==================== adder_tree_mult_pipe
Figure 1. The metal 3 layer (adder_tree_mult_pipe).
Scale: 2 px per um.
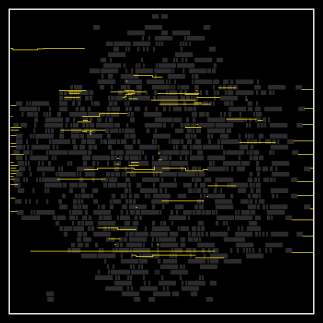

===== src/rtl/adder_tree_pkg.sv =====
// Shared constants, stage-count helpers and the per-stage sideband record
// for the adder-tree multiplier pipeline.
package adder_tree_pkg;

    // Widest tag a stage record can carry; narrower tags use the low bits.
    localparam int TAG_W_MAX = 32;

    function automatic int tree_levels(input int n);
        int lvl;
        int span;
        lvl  = 0;
        span = 1;
        while (span < n) begin
            span = span * 2;
            lvl  = lvl + 1;
        end
        return lvl;
    endfunction

    function automatic int pipe_latency(input int n);
        return 1 + tree_levels(n);
    endfunction

    typedef struct packed {
        logic                 valid;
        logic                 sgn;
        logic [TAG_W_MAX-1:0] tag;
    } stage_rec_t;

endpackage


===== src/rtl/adder_tree_mult_pipe_pp_gen.sv =====
// Partial-product generator: AND array, with Baugh-Wooley inversion and
// correction constant when built with ATM_SIGNED_EN.
module atm_pp_gen #(
    parameter int N = 8
) (
    input  logic [N-1:0]   a,
    input  logic [N-1:0]   b,
    input  logic           sgn,
    output logic [2*N-1:0] pp [N]
);

`ifdef ATM_SIGNED_EN
    logic inv_en;
    assign inv_en = sgn;
`else
    logic inv_en;
    logic sgn_unused;
    assign sgn_unused = sgn;
    assign inv_en     = 1'b0;
`endif

    logic [2*N-1:0] row;

    always_comb begin
        row = '0;
        for (int j = 0; j < N; j++) begin
            row = '0;
            for (int i = 0; i < N; i++) begin
                row[i] = a[i] & b[j];
                // Cross terms with exactly one sign bit are inverted.
                if (inv_en && ((i == N - 1) != (j == N - 1))) begin
                    row[i] = ~row[i];
                end
            end
            pp[j] = row << j;
        end
        // Correction 2^N + 2^(2N-1) fits in the unused upper bits of row 0.
        if (inv_en) begin
            pp[0][N]       = 1'b1;
            pp[0][2*N-1]   = 1'b1;
        end
    end

endmodule


===== src/rtl/adder_tree_mult_pipe.sv =====
// Pipelined NxN multiplier: input register, partial products, registered
// binary adder tree. Signed (Baugh-Wooley) mode enabled by ATM_SIGNED_EN.
module adder_tree_mult_pipe
    import adder_tree_pkg::*;
#(
    parameter int N     = 8,
    parameter int TAG_W = 4
) (
    input  logic             clk,
    input  logic             Reset,
    input  logic             in_valid,
    output logic             in_ready,
    input  logic [N-1:0]     Data_in_A,
    input  logic [N-1:0]     Data_in_B,
    input  logic             Sgn,
    input  logic [TAG_W-1:0] Tag_in,
    output logic             out_valid,
    input  logic             out_ready,
    output logic [2*N-1:0]   P_out,
    output logic [TAG_W-1:0] Tag_out
);

    localparam int LEVELS = tree_levels(N);

    logic           stall;
    logic           accept;
    logic           sgn_in;
    logic           ready_d, ready_q;
    logic [N-1:0]   a_d, a_q;
    logic [N-1:0]   b_d, b_q;
    stage_rec_t     in_rec_d, in_rec_q;
    logic [2*N-1:0] pp [N];

`ifdef ATM_SIGNED_EN
    assign sgn_in = Sgn;
`else
    logic sgn_port_unused;
    assign sgn_port_unused = Sgn;
    assign sgn_in          = 1'b0;
`endif

    // Handshake: a transfer happens on an edge where valid and ready are both 1;
    // the whole pipe freezes while a result waits for out_ready.
    always_comb begin
        stall    = out_valid & ~out_ready;
        in_ready = ready_q & ~stall;
        accept   = in_valid & in_ready;
        ready_d  = 1'b1;
        a_d      = a_q;
        b_d      = b_q;
        in_rec_d = in_rec_q;
        if (!stall) begin
            in_rec_d       = '0;
            in_rec_d.valid = accept;
            if (accept) begin
                a_d                     = Data_in_A;
                b_d                     = Data_in_B;
                in_rec_d.sgn            = sgn_in;
                in_rec_d.tag[TAG_W-1:0] = Tag_in;
            end
        end
    end

    always_ff @(posedge clk or negedge Reset) begin
        if (!Reset) begin
            ready_q  <= 1'b0;
            a_q      <= '0;
            b_q      <= '0;
            in_rec_q <= '0;
        end else begin
            ready_q  <= ready_d;
            a_q      <= a_d;
            b_q      <= b_d;
            in_rec_q <= in_rec_d;
        end
    end

    atm_pp_gen #(.N(N)) u_pp_gen (
        .a   (a_q),
        .b   (b_q),
        .sgn (in_rec_q.sgn),
        .pp  (pp)
    );

    for (genvar l = 0; l < LEVELS; l++) begin : g_lvl
        localparam int CNT = N >> (l + 1);

        logic [2*N-1:0] sum_d [CNT];
        logic [2*N-1:0] sum_q [CNT];
        stage_rec_t     rec_d, rec_q;

        if (l == 0) begin : g_first
            always_comb begin
                rec_d = in_rec_q;
                for (int k = 0; k < CNT; k++) begin
                    sum_d[k] = pp[2*k] + pp[2*k+1];
                end
            end
        end else begin : g_rest
            always_comb begin
                rec_d = g_lvl[l-1].rec_q;
                for (int k = 0; k < CNT; k++) begin
                    sum_d[k] = g_lvl[l-1].sum_q[2*k] + g_lvl[l-1].sum_q[2*k+1];
                end
            end
        end

        always_ff @(posedge clk or negedge Reset) begin
            if (!Reset) begin
                rec_q <= '0;
                for (int k = 0; k < CNT; k++) begin
                    sum_q[k] <= '0;
                end
            end else if (!stall) begin
                rec_q <= rec_d;
                for (int k = 0; k < CNT; k++) begin
                    sum_q[k] <= sum_d[k];
                end
            end
        end
    end

    assign out_valid = g_lvl[LEVELS-1].rec_q.valid;
    assign P_out     = g_lvl[LEVELS-1].sum_q[0];
    assign Tag_out   = g_lvl[LEVELS-1].rec_q.tag[TAG_W-1:0];

    logic tail_unused;
    assign tail_unused = ^{g_lvl[LEVELS-1].rec_q.sgn, g_lvl[LEVELS-1].rec_q.tag};

endmodule


===== config.mk =====
export PLATFORM = sky130hd
export DESIGN_NAME = adder_tree_mult_pipe
export DESIGN_NICKNAME = d
export VERILOG_FILES = /design/src/rtl/adder_tree_pkg.sv /design/src/rtl/adder_tree_mult_pipe_pp_gen.sv /design/src/rtl/adder_tree_mult_pipe.sv
export SDC_FILE = /design/constraint.sdc
export NUM_CORES = 1
export LEC_CHECK = 0
export ABC_CLOCK_PERIOD_IN_PS = 2300
export CORE_UTILIZATION = 31
export CTS_CLUSTER_SIZE = 8
export DETAILED_ROUTE_END_ITERATION = 16
export GPL_TIMING_DRIVEN = 0
export SLEW_MARGIN = 10
export SYNTH_ARGS = -nofsm -noshare
export SYNTH_HDL_FRONTEND = slang
export SYNTH_SLANG_ARGS = --single-unit

===== constraint.sdc =====
create_clock -name clk -period 2.3 [get_ports clk]
set_input_delay 0.345 -clock clk [delete_from_list [all_inputs] [get_ports clk]]
set_output_delay 0.345 -clock clk [all_outputs]
set_load 0.05 [all_outputs]

==================== spi_minion
<file path="src/rtl/spi_minion.sv">
// rtl/spi_minion.sv - SPI mode-0 minion endpoint with val/rdy word interfaces
module spi_minion #(
  parameter int nbits = 34
) (
  input  logic             clk,
  input  logic             reset,
  input  logic             cs,
  input  logic             sclk,
  input  logic             mosi,
  output logic             miso,
  input  logic             recv_val,
  output logic             recv_rdy,
  input  logic [nbits-1:0] recv_msg,
  output logic             send_val,
  input  logic             send_rdy,
  output logic [nbits-1:0] send_msg,
  output logic             overflow,
  output logic             underflow
);

  localparam int cw = (nbits > 2) ? $clog2(nbits) : 1;

  typedef enum logic [1:0] {WAIT_CS_HIGH, IDLE, ACTIVE} state_t;
  state_t state, state_next;

  logic cs_s1, cs_s2, cs_h;
  logic sclk_s1, sclk_s2, sclk_h;
  logic mosi_s1, mosi_s2;

  logic [nbits-1:0] tx_sreg, tx_buf;
  logic [nbits-2:0] rx_sreg;
  logic             tx_full;
  // tx_sreg was reloaded at a count wrap and its word/zeros belong to the next frame
  logic             pre_word, pre_zero;
  logic [cw-1:0]    count;

  logic cs_fall, cs_rise, sclk_rise, sclk_fall;
  logic active, start_cs, abort, bit_rise, bit_fall, frame_done, recv_fire;
  logic [nbits-1:0] word;

  always_ff @(posedge clk) begin
    if (reset) begin
      {cs_s1, cs_s2, cs_h}       <= 3'b000;
      {sclk_s1, sclk_s2, sclk_h} <= 3'b000;
      {mosi_s1, mosi_s2}         <= 2'b00;
    end else begin
      {cs_s1, cs_s2, cs_h}       <= {cs, cs_s1, cs_s2};
      {sclk_s1, sclk_s2, sclk_h} <= {sclk, sclk_s1, sclk_s2};
      {mosi_s1, mosi_s2}         <= {mosi, mosi_s1};
    end
  end

  assign cs_fall    = cs_h & ~cs_s2;
  assign cs_rise    = ~cs_h & cs_s2;
  assign sclk_rise  = ~sclk_h & sclk_s2;
  assign sclk_fall  = sclk_h & ~sclk_s2;
  assign active     = (state == ACTIVE);
  assign start_cs   = (state == IDLE) && cs_fall;
  assign abort      = active && cs_rise;
  assign bit_rise   = active && !cs_rise && sclk_rise;
  // the fall after the last rise of a frame must not shift the freshly reloaded word
  assign bit_fall   = active && !cs_rise && sclk_fall && (count != '0);
  assign frame_done = bit_rise && (count == cw'(nbits - 1));
  assign word       = {rx_sreg, mosi_s2};
  assign recv_rdy   = !tx_full;
  assign recv_fire  = recv_val && recv_rdy;
  assign miso       = active ? tx_sreg[nbits-1] : 1'b0;

  always_ff @(posedge clk) begin
    if (reset) state <= WAIT_CS_HIGH;
    else       state <= state_next;
  end

  always_comb begin
    state_next = state;
    case (state)
      WAIT_CS_HIGH: if (cs_s2)   state_next = IDLE;
      IDLE:         if (cs_fall) state_next = ACTIVE;
      ACTIVE:       if (cs_rise) state_next = IDLE;
      default:                   state_next = WAIT_CS_HIGH;
    endcase
  end

  always_ff @(posedge clk) begin
    if (reset) begin
      tx_sreg   <= '0;
      tx_buf    <= '0;
      rx_sreg   <= '0;
      tx_full   <= 1'b0;
      pre_word  <= 1'b0;
      pre_zero  <= 1'b0;
      count     <= '0;
      send_val  <= 1'b0;
      send_msg  <= '0;
      overflow  <= 1'b0;
      underflow <= 1'b0;
    end else begin
      overflow  <= 1'b0;
      underflow <= 1'b0;
      if (send_val && send_rdy) send_val <= 1'b0;

      if (start_cs) begin
        count <= '0;
        if (pre_word) begin
          pre_word <= 1'b0;
        end else if (tx_full) begin
          tx_sreg <= tx_buf;
          tx_full <= 1'b0;
        end else begin
          tx_sreg   <= '0;
          underflow <= 1'b1;
        end
      end

      if (abort) begin
        count    <= '0;
        pre_zero <= 1'b0;
      end

      if (bit_fall) tx_sreg <= {tx_sreg[nbits-2:0], 1'b0};

      if (bit_rise) begin
        rx_sreg <= word[nbits-2:0];
        // first rise of a back-to-back frame commits what the wrap preloaded
        if (count == '0) begin
          pre_word <= 1'b0;
          if (pre_zero) begin
            underflow <= 1'b1;
            pre_zero  <= 1'b0;
          end
        end
        if (frame_done) begin
          count <= '0;
          if (!send_val || send_rdy) begin
            send_msg <= word;
            send_val <= 1'b1;
          end else begin
            overflow <= 1'b1;
          end
          if (tx_full) begin
            tx_sreg  <= tx_buf;
            tx_full  <= 1'b0;
            pre_word <= 1'b1;
          end else begin
            tx_sreg  <= '0;
            pre_zero <= 1'b1;
          end
        end else begin
          count <= count + 1'b1;
        end
      end

      if (recv_fire) begin
        tx_buf  <= recv_msg;
        tx_full <= 1'b1;
      end
    end
  end

endmodule

</file>
<file path="config.mk">
export PLATFORM = sky130hd
export DESIGN_NAME = spi_minion
export DESIGN_NICKNAME = d
export VERILOG_FILES = /design/src/rtl/spi_minion.sv
export SDC_FILE = /design/constraint.sdc
export NUM_CORES = 1
export LEC_CHECK = 0
export CAP_MARGIN = 20
export CORE_MARGIN = 3
export CORE_UTILIZATION = 50
export CTS_CLUSTER_DIAMETER = 80
export CTS_CLUSTER_SIZE = 24
export DETAILED_ROUTE_END_ITERATION = 6
export GPL_TIMING_DRIVEN = 1
export PLACE_DENSITY = 0.74
export SKIP_LAST_GASP = 1
export SYNTH_ARGS = -nofsm -noshare
export SYNTH_HDL_FRONTEND = slang
export SYNTH_SLANG_ARGS = --single-unit
</file>
<file path="constraint.sdc">
create_clock -name clk -period 4.5 [get_ports clk]
set_input_delay 0.9 -clock clk [delete_from_list [all_inputs] [get_ports clk]]
set_output_delay 0.9 -clock clk [all_outputs]
set_load 0.005 [all_outputs]
</file>
==================== pc_sequencer
### src/rtl/pc_sequencer_pkg.sv
// Shared types and constants for the program-counter sequencer.
// Imported by the sequencer top and its flag register.
package pc_sequencer_pkg;

  typedef enum logic [1:0] {
    S_FETCH  = 2'd0,
    S_WAIT   = 2'd1,
    S_EXEC   = 2'd2,
    S_HALTED = 2'd3
  } state_e;

  typedef enum logic [1:0] {
    PC_HOLD   = 2'd0,
    PC_INC    = 2'd1,
    PC_TARGET = 2'd2
  } pc_sel_e;

  localparam int OPCODE_W         = 6;
  localparam int RESET_PC_DEFAULT = 0;

  function automatic int opcode_msb(input int iw);
    return iw - 1;
  endfunction

endpackage

### src/rtl/pc_sequencer_flag_register.sv
// ALU zero/negative flag register, captured only when the
// executing instruction asks for it.
module flag_register
  import pc_sequencer_pkg::*;
(
  input  logic i_clk,
  input  logic i_rst_n,
  input  logic i_capture,
  input  logic i_zero,
  input  logic i_negative,
  output logic o_zero,
  output logic o_negative
);

  logic r_zero;
  logic r_negative;

  always_ff @(posedge i_clk or negedge i_rst_n) begin
    if (!i_rst_n) begin
      r_zero     <= 1'b0;
      r_negative <= 1'b0;
    end else if (i_capture) begin
      r_zero     <= i_zero;
      r_negative <= i_negative;
    end
  end

  assign o_zero     = r_zero;
  assign o_negative = r_negative;

endmodule

### src/rtl/pc_sequencer.sv
// Instruction fetch / PC sequencer: memory handshake, instruction
// latch, next-PC priority resolution and halt/resume control.
module pc_sequencer
  import pc_sequencer_pkg::*;
#(
  parameter int ADDR_WIDTH  = 10,
  parameter int INSTR_WIDTH = 32,
  parameter int RESET_PC    = RESET_PC_DEFAULT
) (
  input  logic                   clock,
  input  logic                   reset_n,
  output logic                   imemReq,
  output logic [ADDR_WIDTH-1:0]  imemAddr,
  input  logic                   imemValid,
  input  logic [INSTR_WIDTH-1:0] imemData,
  output logic [INSTR_WIDTH-1:0] instruction,
  output logic [OPCODE_W-1:0]    operation,
  output logic                   instrValid,
  output logic [ADDR_WIDTH-1:0]  pc,
  input  logic                   jump,
  input  logic                   bzero,
  input  logic                   bnegative,
  input  logic                   HLT,
  input  logic [ADDR_WIDTH-1:0]  mainAddress,
  input  logic                   enable,
  input  logic                   aluZero,
  input  logic                   aluNegative,
  input  logic                   stall,
  input  logic                   resume,
  output logic                   halted,
  output logic                   zeroFlag,
  output logic                   negativeFlag
);

  state_e                 r_state;
  state_e                 w_next;
  logic                   r_live;
  logic [ADDR_WIDTH-1:0]  r_pc;
  logic [ADDR_WIDTH-1:0]  w_pc_next;
  logic [INSTR_WIDTH-1:0] r_instr;
  logic [INSTR_WIDTH-1:0] w_instr_next;
  pc_sel_e                w_sel;
  logic                   w_flag_cap;
  logic                   w_zero;
  logic                   w_neg;

  // r_live keeps FETCH quiet during reset and the first edge after release
  always_ff @(posedge clock or negedge reset_n) begin
    if (!reset_n) begin
      r_state <= S_FETCH;
      r_live  <= 1'b0;
    end else begin
      r_state <= w_next;
      r_live  <= 1'b1;
    end
  end

  always_comb begin
    w_next       = r_state;
    w_sel        = PC_HOLD;
    w_instr_next = r_instr;
    w_flag_cap   = 1'b0;
    unique case (r_state)
      S_FETCH: begin
        if (r_live) w_next = S_WAIT;
      end
      S_WAIT: begin
        if (imemValid) begin
          w_instr_next = imemData;
          w_next       = S_EXEC;
        end
      end
      S_EXEC: begin
        if (!stall) begin
          w_flag_cap = enable;
          w_next     = S_FETCH;
          // branches see the flags registered before this edge
          if (HLT) begin
            w_sel  = PC_INC;
            w_next = S_HALTED;
          end else if (jump) begin
            w_sel = PC_TARGET;
          end else if (bzero && w_zero) begin
            w_sel = PC_TARGET;
          end else if (bnegative && w_neg) begin
            w_sel = PC_TARGET;
          end else begin
            w_sel = PC_INC;
          end
        end
      end
      S_HALTED: begin
        if (resume) w_next = S_FETCH;
      end
    endcase
  end

  always_comb begin
    case (w_sel)
      PC_INC:    w_pc_next = r_pc + ADDR_WIDTH'(1);
      PC_TARGET: w_pc_next = mainAddress;
      default:   w_pc_next = r_pc;
    endcase
  end

  always_ff @(posedge clock or negedge reset_n) begin
    if (!reset_n) begin
      r_pc    <= ADDR_WIDTH'(RESET_PC);
      r_instr <= '0;
    end else begin
      r_pc    <= w_pc_next;
      r_instr <= w_instr_next;
    end
  end

  flag_register u_flags (
    .i_clk      (clock),
    .i_rst_n    (reset_n),
    .i_capture  (w_flag_cap),
    .i_zero     (aluZero),
    .i_negative (aluNegative),
    .o_zero     (w_zero),
    .o_negative (w_neg)
  );

  assign imemReq      = (r_state == S_FETCH) && r_live;
  assign imemAddr     = r_pc;
  assign pc           = r_pc;
  assign instruction  = r_instr;
  assign operation    = r_instr[opcode_msb(INSTR_WIDTH) -: OPCODE_W];
  assign instrValid   = (r_state == S_EXEC);
  assign halted       = (r_state == S_HALTED);
  assign zeroFlag     = w_zero;
  assign negativeFlag = w_neg;

endmodule

### config.mk
export PLATFORM = sky130hd
export DESIGN_NAME = pc_sequencer
export DESIGN_NICKNAME = d
export VERILOG_FILES = /design/src/rtl/pc_sequencer_pkg.sv /design/src/rtl/pc_sequencer_flag_register.sv /design/src/rtl/pc_sequencer.sv
export SDC_FILE = /design/constraint.sdc
export NUM_CORES = 1
export LEC_CHECK = 0
export CAP_MARGIN = 40
export CORE_ASPECT_RATIO = 0.8
export CORE_UTILIZATION = 40
export CTS_CLUSTER_DIAMETER = 150
export DETAILED_ROUTE_END_ITERATION = 8
export PLACE_DENSITY = 0.88
export SLEW_MARGIN = 10
export SYNTH_ARGS = -nofsm -noshare
export SYNTH_HDL_FRONTEND = slang
export SYNTH_SLANG_ARGS = --single-unit
### constraint.sdc
create_clock -name clock -period 2.6 [get_ports clock]
set_input_delay 0.78 -clock clock [delete_from_list [all_inputs] [get_ports clock]]
set_output_delay 0.78 -clock clock [all_outputs]
set_load 0.01 [all_outputs]
==================== vga_sync_decoder
<file path="config.mk">
export PLATFORM = sky130hd
export DESIGN_NAME = vga_sync_decoder
export DESIGN_NICKNAME = d
export VERILOG_FILES = /design/src/rtl/vga_sync_decoder.sv
export SDC_FILE = /design/constraint.sdc
export NUM_CORES = 1
export LEC_CHECK = 0
export CAP_MARGIN = 20
export CORE_ASPECT_RATIO = 1.5
export CORE_MARGIN = 3
export CORE_UTILIZATION = 30
export CTS_CLUSTER_SIZE = 25
export DETAILED_ROUTE_END_ITERATION = 8
export PLACE_DENSITY = 0.53
export SYNTH_ARGS = -nofsm -noshare
export SYNTH_HDL_FRONTEND = slang
export SYNTH_SLANG_ARGS = --single-unit
export TNS_END_PERCENT = 50
</file>
<file path="constraint.sdc">
create_clock -name clk25m -period 2.45 [get_ports clk25m]
set_input_delay 0.49 -clock clk25m [delete_from_list [all_inputs] [get_ports clk25m]]
set_output_delay 0.49 -clock clk25m [all_outputs]
set_load 0.05 [all_outputs]
</file>
<file path="src/rtl/vga_sync_decoder.sv">
// -----------------------------------------------------------------------------
// vga_sync_decoder
//
// Recovers raster position from a pair of active-high sync inputs and decides
// whether the incoming timing matches the expected line/frame geometry.
//
//   hpos        clocks since the last hsync rising edge (saturates at 2047)
//   vpos        lines since the last frame boundary (saturates at 2047)
//   line_len    length in clocks of the last completed line
//   frame_lines line count of the last completed frame
//   frame_start one-cycle pulse the cycle after a frame boundary
//   locked      high while the timing has been verified as stable
//   sync_err    one-cycle pulse when an established lock is lost
//
// Ports:
//   clk25m      in   pixel clock, everything runs on its rising edge
//   rst         in   synchronous active-high reset
//   hsync_in    in   horizontal sync, active-high, synchronous to clk25m
//   vsync_in    in   vertical sync, active-high, synchronous to clk25m
//   hpos        out  [10:0]
//   vpos        out  [10:0]
//   line_len    out  [10:0]
//   frame_lines out  [10:0]
//   frame_start out
//   locked      out
//   sync_err    out
// -----------------------------------------------------------------------------
module vga_sync_decoder #(
    parameter int H_TOTAL     = 1057,
    parameter int V_TOTAL     = 629,
    parameter int LOCK_FRAMES = 2
) (
    input  logic        clk25m,
    input  logic        rst,
    input  logic        hsync_in,
    input  logic        vsync_in,
    output logic [10:0] hpos,
    output logic [10:0] vpos,
    output logic [10:0] line_len,
    output logic [10:0] frame_lines,
    output logic        frame_start,
    output logic        locked,
    output logic        sync_err
);

    typedef enum logic [1:0] {
        SEARCH = 2'd0,
        VERIFY = 2'd1,
        LOCKED = 2'd2
    } lock_state_t;

    localparam logic [10:0] POS_MAX   = 11'd2047;
    localparam logic [10:0] H_TOTAL_L = 11'(H_TOTAL);
    localparam logic [10:0] V_TOTAL_L = 11'(V_TOTAL);
    localparam int          CNT_W     = (LOCK_FRAMES < 1) ? 1 : $clog2(LOCK_FRAMES + 1);
    // good_cnt value that, once incremented, reaches LOCK_FRAMES
    localparam logic [CNT_W-1:0] GOOD_LAST = CNT_W'(LOCK_FRAMES - 1);

    lock_state_t      state_reg;
    logic [CNT_W-1:0] good_cnt_reg;
    logic             hs_d_reg;
    logic             vs_d_reg;
    logic             h_seen_reg;     // a line start has been observed since reset
    logic             v_pend_reg;     // vsync rose, waiting for the next hsync rise
    logic             f_seen_reg;     // a frame boundary has been observed since reset
    logic             frame_ok_reg;   // no bad line so far in the current frame

    logic        hrise;
    logic        vrise;
    logic        frame_edge;
    logic        line_chk;
    logic        timeout;
    logic        bad_line;
    logic        count_ok;
    logic        frame_good;
    logic [10:0] hpos_inc;
    logic [10:0] vpos_inc;

    assign hrise = hsync_in & ~hs_d_reg;
    assign vrise = vsync_in & ~vs_d_reg;

    // A vsync rise in the same cycle as an hsync rise starts the frame right
    // away; otherwise the pending flag holds it until the next line start.
    assign frame_edge = hrise & (v_pend_reg | vrise);

    // Saturating increments. They double as the "length" of the line/frame
    // that just ended, so an overlong line reports 2047 rather than wrapping.
    assign hpos_inc = (hpos == POS_MAX) ? POS_MAX : hpos + 11'd1;
    assign vpos_inc = (vpos == POS_MAX) ? POS_MAX : vpos + 11'd1;

    // The very first line start after reset has no measured predecessor.
    assign line_chk = hrise & h_seen_reg;

    // hpos only equals H_TOTAL if the expected line start failed to show up
    // in time; an hsync rise arriving exactly now is already one clock late.
    assign timeout = h_seen_reg & (hpos == H_TOTAL_L);

    assign bad_line   = (line_chk & (hpos_inc != H_TOTAL_L)) | timeout;
    assign count_ok   = (vpos_inc == V_TOTAL_L);
    assign frame_good = frame_ok_reg & ~bad_line & count_ok;

    always_ff @(posedge clk25m) begin
        if (rst) begin
            hs_d_reg     <= 1'b0;
            vs_d_reg     <= 1'b0;
            hpos         <= '0;
            vpos         <= '0;
            line_len     <= '0;
            frame_lines  <= '0;
            frame_start  <= 1'b0;
            sync_err     <= 1'b0;
            locked       <= 1'b0;
            h_seen_reg   <= 1'b0;
            v_pend_reg   <= 1'b0;
            f_seen_reg   <= 1'b0;
            frame_ok_reg <= 1'b0;
            good_cnt_reg <= '0;
            state_reg    <= SEARCH;
        end else begin
            hs_d_reg    <= hsync_in;
            vs_d_reg    <= vsync_in;
            frame_start <= frame_edge;
            sync_err    <= 1'b0;

            // Horizontal position and line length
            if (hrise) begin
                hpos       <= '0;
                h_seen_reg <= 1'b1;
                if (h_seen_reg) begin
                    line_len <= hpos_inc;
                end
            end else begin
                hpos <= hpos_inc;
            end

            // Vertical position and frame length
            if (frame_edge) begin
                vpos       <= '0;
                v_pend_reg <= 1'b0;
                f_seen_reg <= 1'b1;
                if (f_seen_reg) begin
                    frame_lines <= vpos_inc;
                end
            end else begin
                if (vrise) begin
                    v_pend_reg <= 1'b1;
                end
                if (hrise) begin
                    vpos <= vpos_inc;
                end
            end

            // A bad line on the boundary belongs to the frame that is ending,
            // so the new frame always starts clean.
            if (frame_edge) begin
                frame_ok_reg <= 1'b1;
            end else if (bad_line) begin
                frame_ok_reg <= 1'b0;
            end

            // Lock tracking
            case (state_reg)
                SEARCH: begin
                    if (frame_edge) begin
                        state_reg    <= VERIFY;
                        good_cnt_reg <= '0;
                    end
                end
                VERIFY: begin
                    if (bad_line) begin
                        state_reg <= SEARCH;
                    end else if (frame_edge) begin
                        if (frame_good) begin
                            good_cnt_reg <= good_cnt_reg + CNT_W'(1);
                            if (good_cnt_reg == GOOD_LAST) begin
                                state_reg <= LOCKED;
                                locked    <= 1'b1;
                            end
                        end else begin
                            state_reg <= SEARCH;
                        end
                    end
                end
                LOCKED: begin
                    if (bad_line || (frame_edge && !count_ok)) begin
                        state_reg <= SEARCH;
                        locked    <= 1'b0;
                        sync_err  <= 1'b1;
                    end
                end
                default: begin
                    state_reg <= SEARCH;
                    locked    <= 1'b0;
                end
            endcase
        end
    end

endmodule

</file>
Figure 2. I/O nets highlighted (adder_tree_mult_pipe).
Scale: 3 px per um.
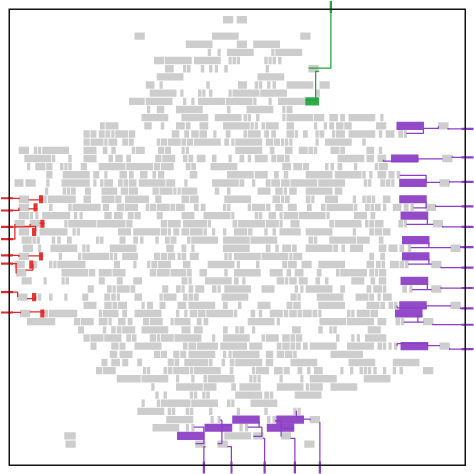
- Data_in_B: red (bits 8; direction input; end cells 8; buffers 8; wire 66.7 um)
- out_ready: green (bits 1; direction input; end cells 2; buffers 1; wire 41.2 um)
- P_out: purple (bits 16; direction output; end cells 16; buffers 16; wire 310 um)

Notes on Figure 1 above:
- main direction: horizontal
- share of all routed wire: 4.3%
- nets with wire on the layer: 65
- longest straight run: 92.0 um
- wire length on this layer: 765 um
via count: 5,588
WL final: 17,900 um
met3 Use GR: 3.77%

==> impl_metrics.toml, adder_tree_mult_pipe <==
# implementation run metrics
[yosys]
synth.distinct_cells = 46
synth_chip_area_mm2 = 0.00693
synth_cells = 791
synth.largest_area_cell = "dfrtp_1"

[drt]
final_antenna_net_count = 0
viasPerCell = 4.84
drt_iter0_markers = 255

[global_route]
grt_usage_pct = 16.8

[hold_path]
hold_end = "b_q[0]"

[sta]
drv_slew = 0
setup_slack_ns = 0.0510
hold_viol = 0
rsz0062_at_grt = "yes"
finalCritPeriodShare_pct = 97.8

[status]
outcome = "finished clean"

[worst_setup_path]
endpoint = "g_lvl[0].sum_q[15]"

[flow_run]
maxCapViolCount = 0
[adder_tree_mult_pipe: per-layer routing]
metal	share of wire (%)	global-route usage [%]	wire length [um]	vias up
met5	0	0	0	-
met4	2.1	5.54	368	0
met3	4.3	3.77	764	27
met2	44	26.3	7880	120
met1	50	22.8	8890	2595
li1	-	-	-	2846
[adder_tree_mult_pipe: cell type report]
cell class	count	area, um^2
plain buffers	27	109
clock inverters	10	85.1
repair buffers	55	543
flip-flops and latches	118	2970
fillers	2262	13400
well taps	280	350
multi-input cells	631	3940
inverters	13	48.8
clock buffers	20	437
[adder_tree_mult_pipe: where the power goes]
part	internal, uW	leakage (uW)	switching [uW]
combinational	1910	0.00228	2890
clock	1460	0.000247	945
sequential	2850	0.00151	586
[adder_tree_mult_pipe: critical path, stage by stage, from the launching register on]
cell and delay (ns):
dfrtp_2 0.47, and2_1 0.16, ha_1 0.24, fa_2 0.38
a21oi_2 0.20, a2bb2oi_2 0.20, a21oi_1 0.13, o2111ai_2 0.26
nand2_1 0.08
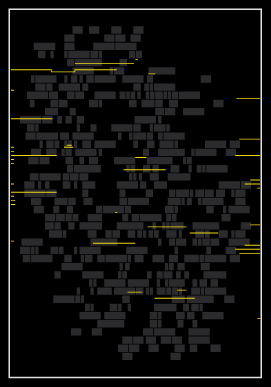
Figure 3: vga_sync_decoder, the metal 3 layer.
Scale: 3 px per um.
- nets with wire on the layer: 32
- wire length on this layer: 241 um
- longest straight run: 19.3 um
- main direction: horizontal
met3 Use GR: 4.84%
WL final: 7370 um
via count: 2,459

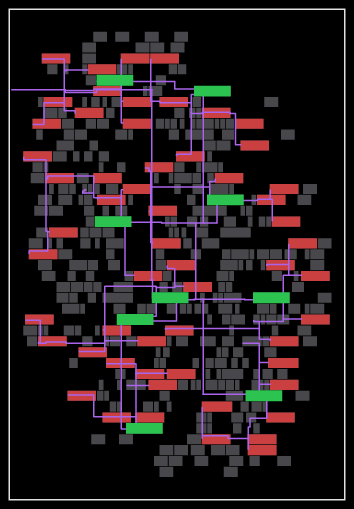
Figure 4: vga_sync_decoder, clock distribution.
Scale: 4 px per um.
- clock drivers: green (count 9)
- clock wires: purple (length 905 um)
- flip-flops: red (count 57)
- flops lie: all over the die
- routed clock nets: 10
P_clk: 1220 uW
clock share of power: 49.8%
clk_skew: 0.00573 ns

==> impl_metrics.toml, vga_sync_decoder <==
# implementation run metrics
[status]
outcome = "finished clean"

[placement]
dpl-instance-area_mm2 = 0.00335
numPortBuffers = 50

[yosys]
ys_top_cells_by_count = "dfxtp_1, nor2_1, a21oi_1, nand2_1, a211oi_1"
synth_cells = 308
simple_gate_share_pct = 26.6
ys_ff = 57
synth.largest_area_cell = "dfxtp_1"

[sta]
worstMarginPinSlew_ns = 0.524
rsz0062_at_grt = "no"
hold_viol = 0

[die]
taps = 107
dieWidth_um = 83.5

[cells_and_area]
drive_above_1_share_pct = 12.3
dominant_cells = "combinational gates"
syn2layout_area_growth_pct = 34.8
fin_cells = 474

[drt]
viasPerCell = 5.19

[worst_setup_path]
reg2reg_slack_ns = 0.15
reg2reg_depth = 9

[global_route]
antenna_found_initial = 0

[flow_run]
maxCapViolCount = 0
tool_warnings = 27

[clock_tree]
htree_levels = 3
cts_buffer_depth = 2
cts_tree = "done"
## vga_sync_decoder: through the flow
stage / hold WS [ns] / power, uW
2_1_floorplan: 0.436 / 1160
3_3_place_gp: 0.451 / 1250
3_5_place_dp: 0.451 / 1250
4_1_cts: 0.458 / 2470
5_1_grt: 0.497 / 2530
6_report: 0.455 / 2440
## vga_sync_decoder: worst max-delay path, stage by stage, from the launching register on
cell,delay [ns]
dfxtp_1,0.36
ha_1,0.27
buf_4,0.18
and3_1,0.16
a21oi_1,0.17
a31oi_1,0.06
buf_4,0.17
o31ai_4,0.45
o211ai_1,0.19
a211oi_2,0.20
## vga_sync_decoder: report_power, final
part / switching (uW) / internal [uW]
Sequential: 25.8 / 957
Clock: 426 / 790
Combinational: 159 / 85.0
## vga_sync_decoder: routing by layer
| layer | vias up | GRT usage (%) | wire length (um) |
|---|---|---|---|
| met5 | - | 0 | 0 |
| met4 | 0 | 6.64 | 155 |
| met3 | 10 | 4.84 | 241 |
| met2 | 48 | 26.9 | 3920 |
| met1 | 1168 | 16.2 | 3050 |
| li1 | 1233 | - | - |
## vga_sync_decoder: timing repair
action,4_1_cts,5_1_grt
resized,0,1
hold buffers,0,0
buffers inserted,0,0
endpoints found under the setup margin,0,2
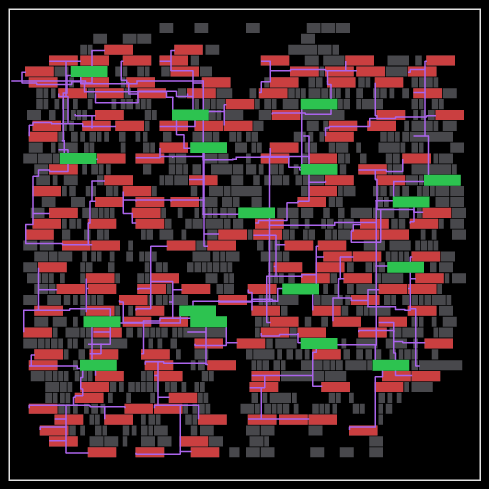
Figure 5: spi_minion, clock distribution.
Scale: 4 px per um.
- clock drivers: green (count 17)
- flip-flops: red (count 157)
- clock wires: purple (length 1,760 um)
- routed clock nets: 18
- flops lie: all over the die

==> impl_metrics.toml, spi_minion <==
# implementation run metrics
[drt]
wl_met2_um = 6990
final_antenna_net_count = 0
wl_um = 14400
vias = 5356

[status]
outcome = "finished clean"

[yosys]
ys_seq_share_pct = 50.7
synth.largest_area_cell = "dfxtp_1"
syn_nets = 785
synth_top_cell_by_count = "nand2_1"
syn_area_per_cell_um2 = 8.37
yosysCellCount = 741

[sta]
skew_ns = 0.00537
drv_slew = 0
final.min_clock_period_ns = 2.63

[worst_setup_path]
criticalPathCategory = "reg2out"
worst_ep_arrival_time_ns = 1.73
cp_slowest_stage_delay_ns = 0.52
endpoint = "miso"
r2r-end = "send_msg[15]"

[cells_and_area]
drive_above_1_share_pct = 9.59
syn2layout_area_growth_pct = 23.9

[die]
pin_count = 80
dieWidth_um = 117

[hold_path]
whs_path_depth = 1

[flow_run]
tool_warnings = 28

[placement]
numPortBuffers = 79

[global_route]
met3_usage_pct = 6.70
antenna_found_initial = 0

[clock_tree]
holdBufCountCts = 0
spi_minion: metrics by stage:
step / cells / area, um^2 / total power (uW) / worst slack [ns]
floorplan: 741 / 6200 / 1530 / 2.55
global placement: 936 / 6950 / 1580 / 1.89
detailed placement: 938 / 6990 / 1590 / 1.84
CTS: 970 / 7660 / 3210 / 1.85
global route: 971 / 7680 / 3280 / 1.80
finish: 971 / 7680 / 3190 / 1.87
spi_minion: kinds of logic after synthesis:
family	after synthesis	synth area share [%]
compound gates	224	23.3
fa+ha+maj	3	0.605
simple gates	294	20.3
buf+inv	63	5.17
flops	157	50.7
spi_minion: cell type report:
| class | count | area, um^2 | share of cell area [%] |
|---|---|---|---|
| Sequential cell | 157 | 3140 | 40.9 |
| Multi-Input combinational cell | 521 | 2740 | 35.7 |
| Timing Repair Buffer | 88 | 896 | 11.7 |
| Clock buffer | 22 | 464 | 6.04 |
| Clock inverter | 10 | 210 | 2.74 |
| Tap cell | 168 | 210 | 2.74 |
| Inverter | 5 | 18.8 | 0.244 |
spi_minion: report_power, final:
group	internal, uW	switching (uW)
Sequential	1410	22.3
Combinational	58.7	69.4
Clock	1070	554
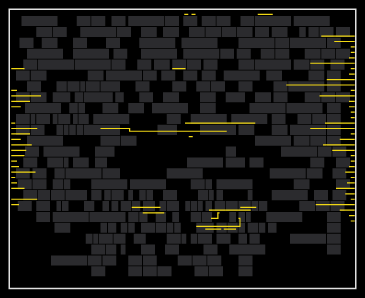
Figure 6: pc_sequencer, the metal 3 layer.
Scale: 4 px per um.
- main direction: horizontal
- nets with wire on the layer: 67
met3 Use GR: 3.45%
via count: 1,821

==> impl_metrics.toml, pc_sequencer <==
# implementation run metrics
[drt]
highest_layer = "met4"

[status]
outcome = "finished clean"

[yosys]
synth.largest_area_cell = "dfrtp_1"
syn_area_per_cell_um2 = 12.0
synth_chip_area_mm2 = 0.00227
top_area_share_pct = 51.8
area_leaders = "dfrtp_1, mux2_2, buf_4, o21ai_0, buf_6"

[die]
chipArea_mm2 = 0.00599

[cells_and_area]
final_core_util_pct = 64.5
buffer_area_share_pct = 35.3
nNonClkBuffers = 126
seq_area_mm2 = 0.00118

[worst_setup_path]
endpoint = "imemAddr[8]"
cp_slowest_stage_delay_ns = 0.51
criticalPathCategory = "in2reg"
cp.required_ns = 2.83

[clock_tree]
holdBufCountCts = 0
cts_buffers = 5

[placement]
numPortBuffers = 116
placed_cells = 368
post-place-ws_ns = -0.169

[hold_path]
min_path_type = "reg2reg"

[global_route]
top_usage_layer = "met2"

[power_and_ir_drop]
swShare_pct = 31.5
[pc_sequencer: registers in the layout (all words and copies together) (netlist names)]
signal              flops
instruction            32
imemAddr               10
r_state                 2
r_live                  1
u_flags.o_negative      1
u_flags.o_zero          1
[pc_sequencer: cells in the final DEF (no fill, tap or decap), drive strengths merged, types with 2 or more instances in the layout]
cell / n
a21oi: 2
a22oi: 3
a2bb2oi: 2
a31oi: 2
and2b: 2
buf: 11
clkbuf: 6
clkdlybuf4s50: 115
dfrtp: 47
ha: 2
inv: 3
mux2: 35
nand2: 8
nand3: 7
nand3b: 3
nand4: 3
nand4b: 2
nor2: 5
nor2b: 4
nor3: 2
nor3b: 5
o21ai: 18
[pc_sequencer: synthesized netlist by cell type (2+ instances only)]
library cell / instances
nand4b_1: 2
nor3_1: 2
nor3b_1: 4
o21ai_0: 18
a21oi_1: 2
buf_2: 2
mux2_2: 35
nand2_1: 7
nor2b_1: 3
nand3_1: 7
buf_4: 17
inv_1: 3
nand3b_1: 3
nand4_1: 2
and2b_2: 2
a31oi_1: 2
a2bb2oi_1: 2
ha_1: 2
buf_6: 4
dfrtp_1: 47
a22oi_1: 3
nor2_1: 5


==> notes/layouts.md <==
Pictures saved along the way, in no particular order.

The clock network.
panel A
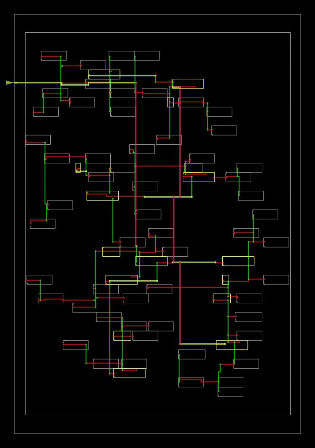
panel B
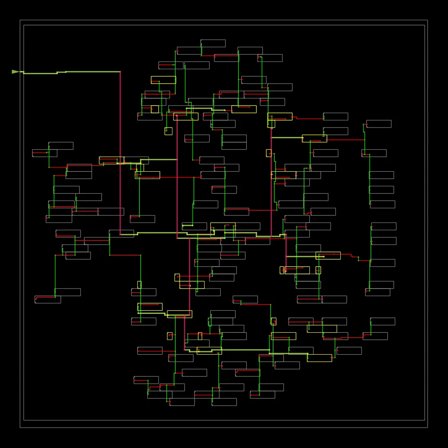
panel C
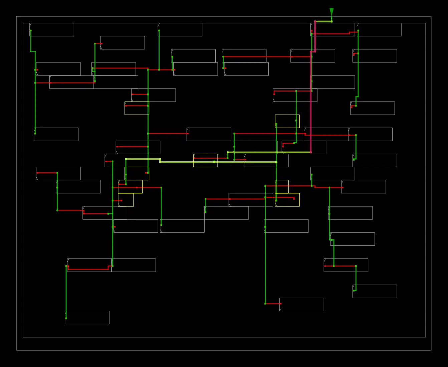
panel D
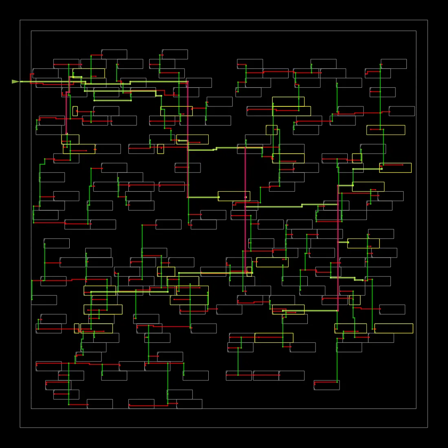
Panel D comes from spi_minion.
Panel C comes from pc_sequencer.
Panel A comes from vga_sync_decoder.
Panel B comes from adder_tree_mult_pipe.
- fewest sequential cells: panel C
- fewest clock buffers: panel C


==> gallery <==
Cell classes on the final placement.
picture 1
Scale: 2 px per um.
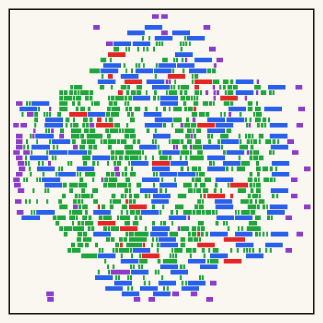
picture 2
Scale: 2 px per um.
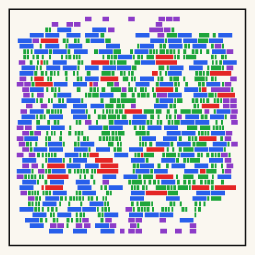
picture 3
Scale: 3 px per um.
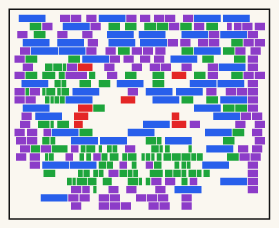
picture 4
Scale: 2 px per um.
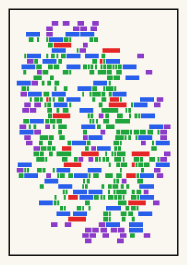
Of these, most sequential cells: picture 2
Of these, most cells: picture 1
picture 4: vga_sync_decoder
picture 1: adder_tree_mult_pipe
picture 3: pc_sequencer
picture 2: spi_minion

Key to picture 1:
- clock drivers and dummy loads: red (cells 30)
- combinational and other logic: green (cells 644)
- sequential cells: blue (cells 118)
- remaining buffers and delay cells: purple (cells 82)

Power and IR drop assume default switching activity.
